==================== block 1
===== config.mk =====
export PLATFORM = sky130hd
export DESIGN_NAME = fetch_unit
export DESIGN_NICKNAME = d
export VERILOG_FILES = /design/src/rtl/fetch_unit.sv
export SDC_FILE = /design/constraint.sdc
export NUM_CORES = 1
export LEC_CHECK = 0
export CORE_MARGIN = 4
export CORE_UTILIZATION = 45
export DETAILED_ROUTE_END_ITERATION = 6
export GPL_ROUTABILITY_DRIVEN = 0
export PLACE_DENSITY = 0.95
export SLEW_MARGIN = 15
export SYNTH_ARGS = -nofsm -noshare
export SYNTH_HDL_FRONTEND = slang
export SYNTH_SLANG_ARGS = --single-unit

===== constraint.sdc =====
create_clock -name clk -period 3.2 [get_ports clk]
set_clock_uncertainty 0.1 [all_clocks]
set_input_delay 0.48 -clock clk [delete_from_list [all_inputs] [get_ports clk]]
set_output_delay 0.48 -clock clk [all_outputs]
set_load 0.01 [all_outputs]

===== src/rtl/fetch_unit.sv =====
// fetch_unit: PC/IR fetch stage with req/ack program memory handshake and one-cycle execute window.
// Optional FETCH_TIMEOUT_EN: abandon a stalled fetch after TIMEOUT_CYCLES, execute a NOP and flag fetch_err.
module fetch_unit #(
    parameter int PC_WIDTH          = 8,
    parameter int PROGRAM_DataWidth = 16,
    parameter int TIMEOUT_CYCLES    = 15
) (
    input  logic                         clk,
    input  logic                         reset,
    output logic                         mem_req,
    output logic [PC_WIDTH-1:0]          mem_adr,
    input  logic                         mem_ack,
    input  logic [PROGRAM_DataWidth-1:0] mem_data,
    output logic [PROGRAM_DataWidth-1:0] instruction,
    output logic                         instr_valid,
    input  logic                         cnt_wr_en,
    input  logic [PC_WIDTH-1:0]          literal_adr,
    input  logic                         halt,
    output logic [PC_WIDTH-1:0]          pc,
    output logic                         fetch_err
);
    typedef enum logic [1:0] {FETCH, EXEC, HALT} state_t;
    state_t state, state_n;
    logic [PC_WIDTH-1:0] pc_n;
    logic [PROGRAM_DataWidth-1:0] ir, ir_n;
    logic req_n, valid_n, ack;
    assign mem_adr = pc;
    assign instruction = instr_valid ? ir : '0;
    // mem_req is only ever high in FETCH, so this also ignores ack elsewhere
    assign ack = mem_req && mem_ack;
`ifdef FETCH_TIMEOUT_EN
    localparam int CW = $clog2(TIMEOUT_CYCLES + 1);
    logic [CW-1:0] wait_cnt, wait_n;
    logic err_n;
`endif
    always_comb begin
        state_n = state;
        pc_n    = pc;
        ir_n    = ir;
        req_n   = mem_req;
        valid_n = 1'b0;
        case (state)
            FETCH: begin
                req_n = 1'b1;
                if (ack) begin
                    ir_n    = mem_data;
                    req_n   = 1'b0;
                    valid_n = 1'b1;
                    state_n = EXEC;
                end
            end
            EXEC: begin
                pc_n    = cnt_wr_en ? literal_adr : pc + 1'b1;
                req_n   = !halt;
                state_n = halt ? HALT : FETCH;
            end
            HALT: begin
                req_n   = !halt;
                state_n = halt ? HALT : FETCH;
            end
            default: state_n = FETCH;
        endcase
`ifdef FETCH_TIMEOUT_EN
        err_n  = fetch_err;
        wait_n = (state == FETCH && mem_req && !mem_ack) ? wait_cnt + 1'b1 : '0;
        if (state == FETCH && mem_req && !mem_ack && wait_cnt == CW'(TIMEOUT_CYCLES - 1)) begin
            ir_n    = '0;
            req_n   = 1'b0;
            valid_n = 1'b1;
            err_n   = 1'b1;
            state_n = EXEC;
        end
`endif
    end
    always_ff @(posedge clk or posedge reset) begin
        if (reset) begin
            state       <= FETCH;
            pc          <= '0;
            ir          <= '0;
            mem_req     <= 1'b0;
            instr_valid <= 1'b0;
        end else begin
            state       <= state_n;
            pc          <= pc_n;
            ir          <= ir_n;
            mem_req     <= req_n;
            instr_valid <= valid_n;
        end
    end
`ifdef FETCH_TIMEOUT_EN
    always_ff @(posedge clk or posedge reset) begin
        if (reset) begin
            wait_cnt  <= '0;
            fetch_err <= 1'b0;
        end else begin
            wait_cnt  <= wait_n;
            fetch_err <= err_n;
        end
    end
`else
    assign fetch_err = 1'b0;
`endif
endmodule


### Metal 2, block 1

The bar under the picture is 20 um long.
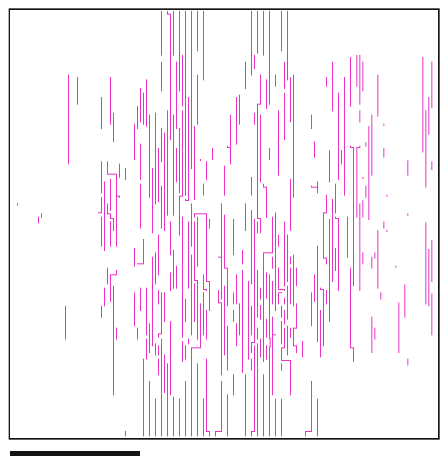
199 nets have wire on it. The wires run mostly vertical. The longest straight run is 28.1 um.
met2 Use GR: 31.4%
Total Wirelength: 3420 um

### Wiring by layer, block 1

Only two layers are drawn.
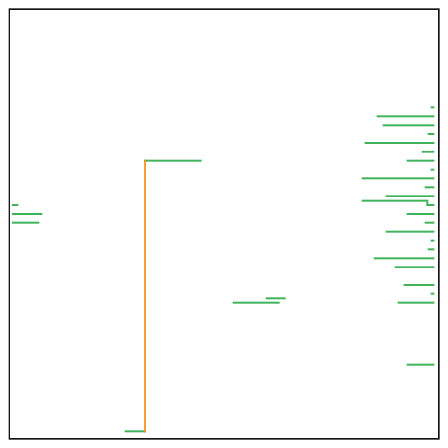
met3: shown in green, wire length 136 um. met4: shown in orange, wire length 41.5 um.
GR Util All Layers: 16.8%
Vias: 1,158
routed len/inst: 14.7 um

==> summary.txt <==
impl run done, here's what came out: Tap Cells 44, status finished clean, Setup WS post-layout 0.957 ns, placed cells 228, RR Endpoint mem_adr[6]$_DFFE_PP0N_, XOR/XNOR Area Share 0%, Post-DRT Antenna Nets 0, RR Startpoint state[1]$_DFFE_PP0P_, Setup WS pre-CTS 0.928 ns, Worst Setup Start Kind flop, Top cells excl fill/tap clkdlybuf4s50_1 (62), dfrtp_1 (28), and2_1 (16), Dominant comb cell simple AND/OR/NAND/NOR gates, Hold Path Origin ir[4]$_DFFE_PP0P_, RSZ-0062 raised after global routing false, Synth Instances 137, # clk buffers 4, M1 WL 1390 um, ys flops 28, R2R setup slack 1.32 ns, H-tree levels 1, Num Clock Sinks 28
### Nets reached from selected ports, block 1

The bar under the picture is 20 um long.
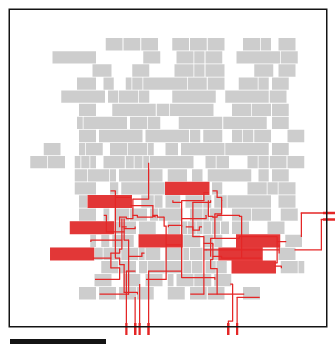
pc: shown in red, bits 8, direction output, edge 6 bottom, 2 right, end cells 8, buffers 8, wire 425 um.
I/O pins: 64
PortBufs: 62

## cells by family (layout without fill, tap and decap cells)
family / after synthesis / in the layout
AND/OR/NAND/NOR: 43 / 43
AND-OR/OR-AND: 22 / 22
buffers and inverters: 20 / 71
other: 1 / 1
flip-flops: 28 / 28
adder cells (fa/ha/maj): 4 / 4
multiplexers: 19 / 19
## where the power goes
| part | switching (mW) | internal (mW) |
|---|---|---|
| logic | 0.358 | 0.518 |
| registers | 0.153 | 0.523 |
| clock network | 0.0955 | 0.0694 |
## registers in the layout, indices dropped and copies added, names as in the netlist
signal and cells:
state 2, ir 16, instr_valid 1, mem_adr 8, mem_req 1

==================== block 2
### Wiring by layer, block 2

Only two layers are drawn.
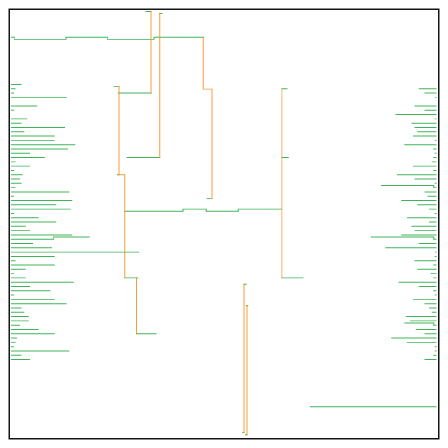
### Sequential cells coloured by netlist name, block 2

Other sequential cells in the stronger grey, the rest of the logic in the fainter grey.
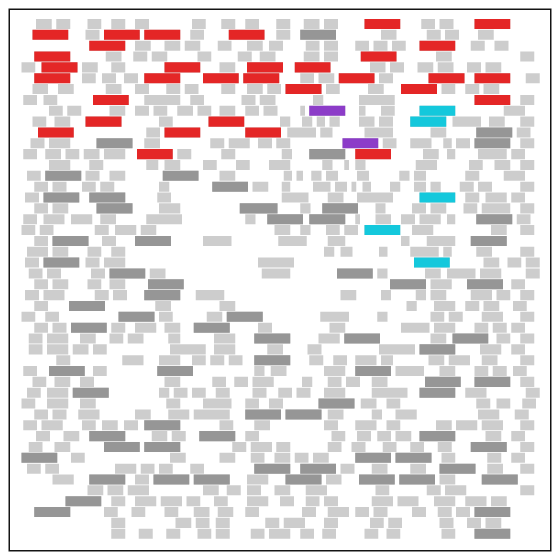
## config.mk

```make
export PLATFORM = sky130hd
export DESIGN_NAME = ula_fx_arb
export DESIGN_NICKNAME = d
export VERILOG_FILES = /design/src/rtl/ula_fx_pkg.sv /design/src/rtl/ula_fx_rr.sv /design/src/rtl/ula_fx_arb.sv
export SDC_FILE = /design/constraint.sdc
export NUM_CORES = 1
export LEC_CHECK = 0
export CELL_PAD_IN_SITES_DETAIL_PLACEMENT = 1
export CELL_PAD_IN_SITES_GLOBAL_PLACEMENT = 1
export CORE_MARGIN = 2
export CORE_UTILIZATION = 31
export DETAILED_ROUTE_END_ITERATION = 8
export HOLD_SLACK_MARGIN = 0.06
export PLACE_DENSITY_LB_ADDON = 0.1
export SETUP_SLACK_MARGIN = 0.02
export SLEW_MARGIN = 20
export SYNTH_ARGS = -nofsm -noshare
export SYNTH_HDL_FRONTEND = slang
export SYNTH_SLANG_ARGS = --single-unit
```

## constraint.sdc

```tcl
create_clock -name clk -period 2.1 [get_ports clk]
set_input_delay 0.42 -clock clk [delete_from_list [all_inputs] [get_ports clk]]
set_output_delay 0.42 -clock clk [all_outputs]
set_load 0.05 [all_outputs]
```

## src/rtl/ula_fx_pkg.sv

```systemverilog
// Shared definitions for the ula_fx arbiter: op codes, FSM states and op helpers.
package ula_fx_pkg;

  localparam int unsigned OP_W = 5;

  localparam logic [OP_W-1:0] OP_NOP = 5'd0;
  localparam logic [OP_W-1:0] OP_MOV = 5'd1;
  localparam logic [OP_W-1:0] OP_ADD = 5'd2;
  localparam logic [OP_W-1:0] OP_SUB = 5'd3;
  localparam logic [OP_W-1:0] OP_DIV = 5'd4;
  localparam logic [OP_W-1:0] OP_MOD = 5'd5;
  localparam logic [OP_W-1:0] OP_MUL = 5'd6;
  localparam logic [OP_W-1:0] OP_AND = 5'd7;
  localparam logic [OP_W-1:0] OP_OR  = 5'd8;
  localparam logic [OP_W-1:0] OP_XOR = 5'd9;
  localparam logic [OP_W-1:0] OP_NOT = 5'd10;
  localparam logic [OP_W-1:0] OP_SHL = 5'd11;
  localparam logic [OP_W-1:0] OP_SHR = 5'd12;
  localparam logic [OP_W-1:0] OP_SRA = 5'd13;
  localparam logic [OP_W-1:0] OP_NEG = 5'd14;
  localparam logic [OP_W-1:0] OP_ABS = 5'd15;
  localparam logic [OP_W-1:0] OP_INC = 5'd16;
  localparam logic [OP_W-1:0] OP_DEC = 5'd17;
  localparam logic [OP_W-1:0] OP_LT  = 5'd18;
  localparam logic [OP_W-1:0] OP_GE  = 5'd19;
  localparam logic [OP_W-1:0] OP_EQ  = 5'd20;
  localparam logic [OP_W-1:0] OP_NE  = 5'd21;
  localparam logic [OP_W-1:0] OP_SLS = 5'd22;
  localparam logic [OP_W-1:0] OP_SRS = 5'd23;
  localparam logic [OP_W-1:0] OP_LAST = OP_SRS;

  typedef enum logic [1:0] {
    IDLE = 2'd0,
    EXEC = 2'd1,
    RESP = 2'd2
  } state_e;

  // DIV and MOD occupy the shared ULA for the long hold window.
  function automatic logic is_divmod(input logic [OP_W-1:0] op);
    return (op == OP_DIV) || (op == OP_MOD);
  endfunction

endpackage

```

## src/rtl/ula_fx_rr.sv

```systemverilog
// Round-robin picker: first set request after the last granted index, wrapping.
module ula_fx_rr #(
  parameter int unsigned NREQ  = 2,
  parameter int unsigned IDX_W = (NREQ > 1) ? $clog2(NREQ) : 1
) (
  input  logic [NREQ-1:0]  req_i,
  input  logic [IDX_W-1:0] last_i,
  output logic [NREQ-1:0]  gnt_o,
  output logic [IDX_W-1:0] idx_o,
  output logic             any_o
);

  always_comb begin
    int unsigned cand;
    gnt_o = '0;
    idx_o = '0;
    any_o = 1'b0;
    cand  = 0;
    for (int unsigned k = 1; k <= NREQ; k++) begin
      cand = 32'(last_i) + k;
      if (cand >= NREQ) cand = cand - NREQ;
      if (!any_o && req_i[IDX_W'(cand)]) begin
        any_o                 = 1'b1;
        idx_o                 = IDX_W'(cand);
        gnt_o[IDX_W'(cand)]   = 1'b1;
      end
    end
  end

endmodule

```

## src/rtl/ula_fx_arb.sv

```systemverilog
// Arbiter sharing one ula_fx between NREQ requesters: grant, drive ULA, return result.
// Optional ULA_FX_ARB_ERR_EN adds res_err and rejects illegal ops / divide by zero.
module ula_fx_arb
  import ula_fx_pkg::*;
#(
  parameter int unsigned NUBITS   = 32,
  parameter int unsigned NREQ     = 2,
  parameter int unsigned DIV_WAIT = 4
) (
  input  logic                   clk,
  input  logic                   rst,
  input  logic [NREQ-1:0]        req_vld,
  output logic [NREQ-1:0]        req_rdy,
  input  logic [OP_W*NREQ-1:0]   req_op,
  input  logic [NUBITS*NREQ-1:0] req_in1,
  input  logic [NUBITS*NREQ-1:0] req_in2,
  output logic [NREQ-1:0]        res_vld,
  output logic [NUBITS-1:0]      res_out,
  output logic                   res_zero,
`ifdef ULA_FX_ARB_ERR_EN
  output logic                   res_err,
`endif
  output logic [OP_W-1:0]        ula_op,
  output logic [NUBITS-1:0]      ula_in1,
  output logic [NUBITS-1:0]      ula_in2,
  input  logic [NUBITS-1:0]      ula_out,
  input  logic                   ula_zero,
  output logic                   busy
);

  localparam int unsigned IDX_W = (NREQ > 1) ? $clog2(NREQ) : 1;
  localparam int unsigned CNT_W = (DIV_WAIT > 1) ? $clog2(DIV_WAIT) : 1;

  state_e             state_q, state_d;
  logic [IDX_W-1:0]   last_q, last_d;
  logic [NREQ-1:0]    gnt_q, gnt_d;
  logic [OP_W-1:0]    op_q, op_d;
  logic [NUBITS-1:0]  in1_q, in1_d;
  logic [NUBITS-1:0]  in2_q, in2_d;
  logic [NUBITS-1:0]  res_q, res_d;
  logic               res_zero_q, res_zero_d;
  logic [CNT_W-1:0]   cnt_q, cnt_d;

  logic [NREQ-1:0]    rr_gnt;
  logic [IDX_W-1:0]   rr_idx;
  logic               rr_any;
  logic               take;
  logic [OP_W-1:0]    sel_op;
  logic [NUBITS-1:0]  sel_in1;
  logic [NUBITS-1:0]  sel_in2;

`ifdef ULA_FX_ARB_ERR_EN
  logic               res_err_q, res_err_d;
  logic               flag;
`endif

  ula_fx_rr #(
    .NREQ  (NREQ),
    .IDX_W (IDX_W)
  ) u_rr (
    .req_i  (req_vld),
    .last_i (last_q),
    .gnt_o  (rr_gnt),
    .idx_o  (rr_idx),
    .any_o  (rr_any)
  );

  // Operand mux for the winning requester.
  always_comb begin
    sel_op  = '0;
    sel_in1 = '0;
    sel_in2 = '0;
    for (int unsigned i = 0; i < NREQ; i++) begin
      if (rr_idx == IDX_W'(i)) begin
        sel_op  = req_op[OP_W*i +: OP_W];
        sel_in1 = req_in1[NUBITS*i +: NUBITS];
        sel_in2 = req_in2[NUBITS*i +: NUBITS];
      end
    end
  end

  // Grant is suppressed while reset is held so req_rdy reads 0 immediately.
  assign take = rst && (state_q == IDLE) && rr_any;

`ifdef ULA_FX_ARB_ERR_EN
  assign flag = (sel_op > OP_LAST) || (is_divmod(sel_op) && (sel_in2 == '0));
`endif

  always_ff @(posedge clk or negedge rst) begin
    if (!rst) state_q <= IDLE;
    else      state_q <= state_d;
  end

  always_comb begin
    state_d = state_q;
    unique case (state_q)
      IDLE: begin
        if (take) begin
`ifdef ULA_FX_ARB_ERR_EN
          state_d = flag ? RESP : EXEC;
`else
          state_d = EXEC;
`endif
        end
      end
      EXEC:    if (cnt_q == '0) state_d = RESP;
      RESP:    state_d = IDLE;
      default: state_d = IDLE;
    endcase
  end

  always_comb begin
    req_rdy = '0;
    res_vld = '0;
    ula_op  = OP_NOP;
    busy    = 1'b0;
    if (take) req_rdy = rr_gnt;
    if (state_q == EXEC) ula_op = op_q;
    if (state_q == RESP) res_vld = gnt_q;
    if (state_q != IDLE) busy = 1'b1;
  end

  // Request latch, hold counter and result capture.
  always_comb begin
    last_d     = last_q;
    gnt_d      = gnt_q;
    op_d       = op_q;
    in1_d      = in1_q;
    in2_d      = in2_q;
    cnt_d      = cnt_q;
    res_d      = res_q;
    res_zero_d = res_zero_q;
`ifdef ULA_FX_ARB_ERR_EN
    res_err_d  = res_err_q;
`endif
    if (take) begin
      last_d = rr_idx;
      gnt_d  = rr_gnt;
`ifdef ULA_FX_ARB_ERR_EN
      if (flag) begin
        res_d      = '0;
        res_zero_d = 1'b1;
        res_err_d  = 1'b1;
      end else begin
        op_d  = sel_op;
        in1_d = sel_in1;
        in2_d = sel_in2;
        cnt_d = is_divmod(sel_op) ? CNT_W'(DIV_WAIT - 1) : '0;
      end
`else
      op_d  = sel_op;
      in1_d = sel_in1;
      in2_d = sel_in2;
      cnt_d = is_divmod(sel_op) ? CNT_W'(DIV_WAIT - 1) : '0;
`endif
    end else if (state_q == EXEC) begin
      if (cnt_q == '0) begin
        res_d      = ula_out;
        res_zero_d = ula_zero;
`ifdef ULA_FX_ARB_ERR_EN
        res_err_d  = 1'b0;
`endif
      end else begin
        cnt_d = cnt_q - CNT_W'(1);
      end
    end
  end

  always_ff @(posedge clk or negedge rst) begin
    if (!rst) begin
      last_q     <= IDX_W'(NREQ - 1);
      gnt_q      <= '0;
      op_q       <= '0;
      in1_q      <= '0;
      in2_q      <= '0;
      cnt_q      <= '0;
      res_q      <= '0;
      res_zero_q <= 1'b0;
`ifdef ULA_FX_ARB_ERR_EN
      res_err_q  <= 1'b0;
`endif
    end else begin
      last_q     <= last_d;
      gnt_q      <= gnt_d;
      op_q       <= op_d;
      in1_q      <= in1_d;
      in2_q      <= in2_d;
      cnt_q      <= cnt_d;
      res_q      <= res_d;
      res_zero_q <= res_zero_d;
`ifdef ULA_FX_ARB_ERR_EN
      res_err_q  <= res_err_d;
`endif
    end
  end

  assign res_out  = res_q;
  assign res_zero = res_zero_q;
  assign ula_in1  = in1_q;
  assign ula_in2  = in2_q;
`ifdef ULA_FX_ARB_ERR_EN
  assign res_err  = res_err_q;
`endif

endmodule

```

==> summary.txt <==
impl run done, here's what came out: status finished clean, Worst Setup Start Kind input pin, Synth Instances 332, Die Ht 135 um, grt ovf 0, RSZ-0062 raised after global routing false, Area Growth Syn to Fin 66.5%, final setup vio count 0, dominant logic cell type in the layout clkdlybuf4s50_1, root buffer cell clkbuf_16, RD Place Congestion 0.737, Util after Layout 52.1%, Top cells excl fill/tap clkdlybuf4s50_1 (269), mux2_2 (108), dfrtp_1 (108), largest net degree at the start of global routing 60, I/O pins 282, clock share of power 11.6%, Commonest flop dfrtp_1, worst rel slew slack 46.8%, core area 17,100 sq um, number of hold buffers added after cts 0, fin crit period 2.01 ns, Num Clock Sinks 109, post-CTS setup buffer count 3, leading post-synthesis cells by instance count dfrtp_1 (108), mux2_2 (108), mux2_4 (66), Nets 807, P_clk 1.67 mW
About 'Wiring by layer' of block 2:
met4: shown in orange, wire length 353 um. met3: shown in green, wire length 1,080 um.
Vias: 3,887
routed len/inst: 18.1 um
GR Util All Layers: 16.9%
Total Wirelength: 15,600 um

About 'Sequential cells coloured by netlist name' of block 2:
state_q: shown in purple, placed flops 2. op_q: shown in cyan, placed flops 5. res_out: shown in red, placed flops 32, where a band across the top.
Sequential Power: 3.73 mW
Seq area share: 30.6%
Flop area: 2730 sq um

[area by class of cell]
cell class                      count  area [sq um]  share of cell area (%)
Clock inverter                      7          55.1                   0.618
Tap cell                          225           282                    3.16
Clock buffer                        9           225                    2.53
Inverter                            3          11.3                   0.126
Timing Repair Buffer              307          3180                    35.6
Multi-Input combinational cell    201          2430                    27.3
Sequential cell                   109          2730                    30.6
[critical path, stage by stage]
cell	delay, ns
clkdlybuf4s50_1	0.47
buf_4	0.17
o21a_4	0.22
and2_1	0.16
buf_12	0.15

==================== block 3
===== src/rtl/shared_dp_scheduler.sv =====
// Round-robin scheduler that time-shares one external combinational datapath
// among NREQ requesters, one transaction in flight at a time.
module shared_dp_scheduler #(
  parameter int NREQ   = 4,
  parameter int IN_W   = 41,
  parameter int OUT_W  = 21,
  parameter int SETTLE = 2,
  localparam int ID_W  = (NREQ > 1) ? $clog2(NREQ) : 1
) (
  input  logic                 clock,
  input  logic                 rst_n,
  input  logic [NREQ-1:0]      req_valid,
  output logic [NREQ-1:0]      req_ready,
  input  logic [NREQ*IN_W-1:0] req_data,
  output logic [IN_W-1:0]      dp_in,
  input  logic [OUT_W-1:0]     dp_out,
  output logic                 rsp_valid,
  input  logic                 rsp_ready,
  output logic [ID_W-1:0]      rsp_id,
  output logic [OUT_W-1:0]     rsp_data,
  output logic                 busy
);

  localparam int CNT_W = 4;

  typedef enum logic [1:0] {
    S_IDLE,
    S_SETTLE,
    S_RESP
  } state_e;

  state_e             state_q, state_d;
  logic [CNT_W-1:0]   cnt_q, cnt_d;
  logic [ID_W-1:0]    ptr_q, ptr_d;
  logic [IN_W-1:0]    dp_in_q, dp_in_d;
  logic [ID_W-1:0]    rsp_id_q, rsp_id_d;
  logic [OUT_W-1:0]   rsp_data_q, rsp_data_d;
  logic               rsp_valid_q, rsp_valid_d;

  logic               found_c;
  logic [ID_W-1:0]    grant_idx_c;
  logic [ID_W-1:0]    cand_c;

  // Search starts one past the last winner so every requester gets a turn.
  always_comb begin
    found_c     = 1'b0;
    grant_idx_c = '0;
    cand_c      = '0;
    for (int i = 1; i <= NREQ; i++) begin
      cand_c = ID_W'((int'(ptr_q) + i) % NREQ);
      if (!found_c && req_valid[cand_c]) begin
        found_c     = 1'b1;
        grant_idx_c = cand_c;
      end
    end
  end

  always_comb begin
    req_ready = '0;
    if (rst_n && (state_q == S_IDLE) && found_c) begin
      req_ready[grant_idx_c] = 1'b1;
    end
  end

  always_comb begin
    state_d     = state_q;
    cnt_d       = cnt_q;
    ptr_d       = ptr_q;
    dp_in_d     = dp_in_q;
    rsp_id_d    = rsp_id_q;
    rsp_data_d  = rsp_data_q;
    rsp_valid_d = rsp_valid_q;
    case (state_q)
      S_IDLE: begin
        if (found_c) begin
          dp_in_d  = req_data[int'(grant_idx_c)*IN_W +: IN_W];
          rsp_id_d = grant_idx_c;
          ptr_d    = grant_idx_c;
          cnt_d    = CNT_W'(SETTLE);
          state_d  = S_SETTLE;
        end
      end
      S_SETTLE: begin
        cnt_d = cnt_q - CNT_W'(1);
        // The datapath has had SETTLE cycles to propagate dp_in by now.
        if (cnt_q == CNT_W'(1)) begin
          rsp_data_d  = dp_out;
          rsp_valid_d = 1'b1;
          state_d     = S_RESP;
        end
      end
      S_RESP: begin
        if (rsp_ready) begin
          rsp_valid_d = 1'b0;
          state_d     = S_IDLE;
        end
      end
      default: begin
        state_d = S_IDLE;
      end
    endcase
  end

  always_ff @(posedge clock or negedge rst_n) begin
    if (!rst_n) begin
      state_q     <= S_IDLE;
      cnt_q       <= '0;
      ptr_q       <= ID_W'(NREQ - 1);
      dp_in_q     <= '0;
      rsp_id_q    <= '0;
      rsp_data_q  <= '0;
      rsp_valid_q <= 1'b0;
    end else begin
      state_q     <= state_d;
      cnt_q       <= cnt_d;
      ptr_q       <= ptr_d;
      dp_in_q     <= dp_in_d;
      rsp_id_q    <= rsp_id_d;
      rsp_data_q  <= rsp_data_d;
      rsp_valid_q <= rsp_valid_d;
    end
  end

  assign dp_in     = dp_in_q;
  assign rsp_id    = rsp_id_q;
  assign rsp_data  = rsp_data_q;
  assign rsp_valid = rsp_valid_q;
  assign busy      = (state_q != S_IDLE);

endmodule


===== config.mk =====
export PLATFORM = sky130hd
export DESIGN_NAME = shared_dp_scheduler
export DESIGN_NICKNAME = d
export VERILOG_FILES = /design/src/rtl/shared_dp_scheduler.sv
export SDC_FILE = /design/constraint.sdc
export NUM_CORES = 1
export LEC_CHECK = 0
export CAP_MARGIN = 20
export CORE_ASPECT_RATIO = 0.9
export CORE_UTILIZATION = 38
export CTS_CLUSTER_DIAMETER = 30
export DETAILED_ROUTE_END_ITERATION = 16
export GPL_TIMING_DRIVEN = 0
export PLACE_DENSITY_LB_ADDON = 0.12
export SETUP_SLACK_MARGIN = 0.2
export SLEW_MARGIN = 20
export SYNTH_ARGS = -nofsm -noshare
export SYNTH_HDL_FRONTEND = slang
export SYNTH_SLANG_ARGS = --single-unit

===== constraint.sdc =====
create_clock -name clock -period 2.5 [get_ports clock]
set_input_delay 0.375 -clock clock [delete_from_list [all_inputs] [get_ports clock]]
set_output_delay 0.375 -clock clock [all_outputs]
set_load 0.05 [all_outputs]

### Nets reached from selected ports, block 3

The bar under the picture is 20 um long.
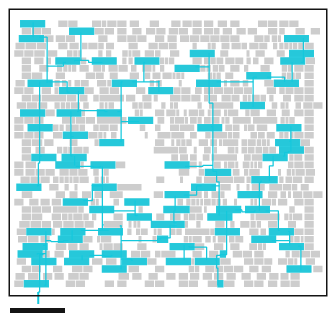
rst_n: shown in cyan, bits 1, direction input, edge bottom, end cells 77, buffers 2, wire 663 um.
PortBufs: 259
I/O pins: 262

==> summary.txt <==
impl run done, here's what came out: top cells by area dfrtp_1 (40%), mux2i_1 (9.3%), a31o_2 (5.9%), final hold slack -0.00319 ns, grt ovf 0, Die Wd 116 um, Die Ht 104 um, Setup WS post-layout 0.137 ns, Synth top area share 40.2%, status finished with violations, worst r2r path cells 12, adder-cell area share of the yosys netlist 0.566%, RR Startpoint ptr_q[1]$_DFFE_PN1P_, final hold vios 5, violated checks hold timing, H-tree levels 3, post-synth top area cell dfrtp_1
area by class of cell:
type	instances	area, sq um	share of cell area, %
buffer	36	246	3.16
tap	152	190	2.44
sequential	73	1830	23.4
inverter	6	22.5	0.288
clock buffer	11	243	3.11
timing repair buffer	279	2760	35.3
clock inverter	5	78.8	1.01
multi-input combinational	355	2440	31.3
flip-flops by register name (all words and copies together), names as in the netlist:
| name | flops |
|---|---|
| dp_in | 41 |
| rsp_data | 21 |
| cnt_q | 4 |
| ptr_q | 2 |
| rsp_id | 2 |
| state_q | 2 |
| rsp_valid | 1 |


==> screenshots <==
Cell outlines without signal wires.
picture 1
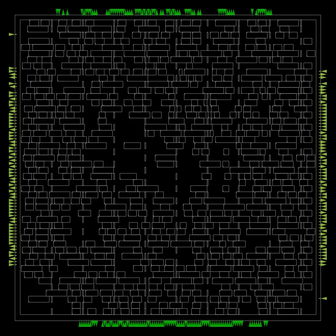
picture 2
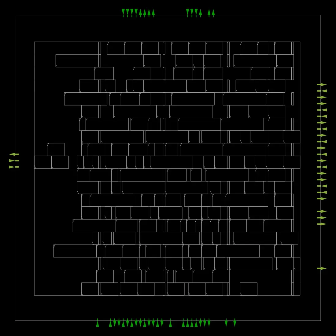
picture 3
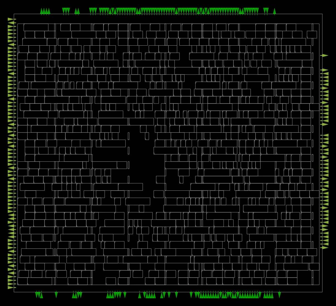
picture 1: block 2
picture 3: block 3
picture 2: block 1
The one with the fewest cells is picture 2.
The one with the most sequential cells is picture 1.

Power is estimated from default activity; no workload was simulated.
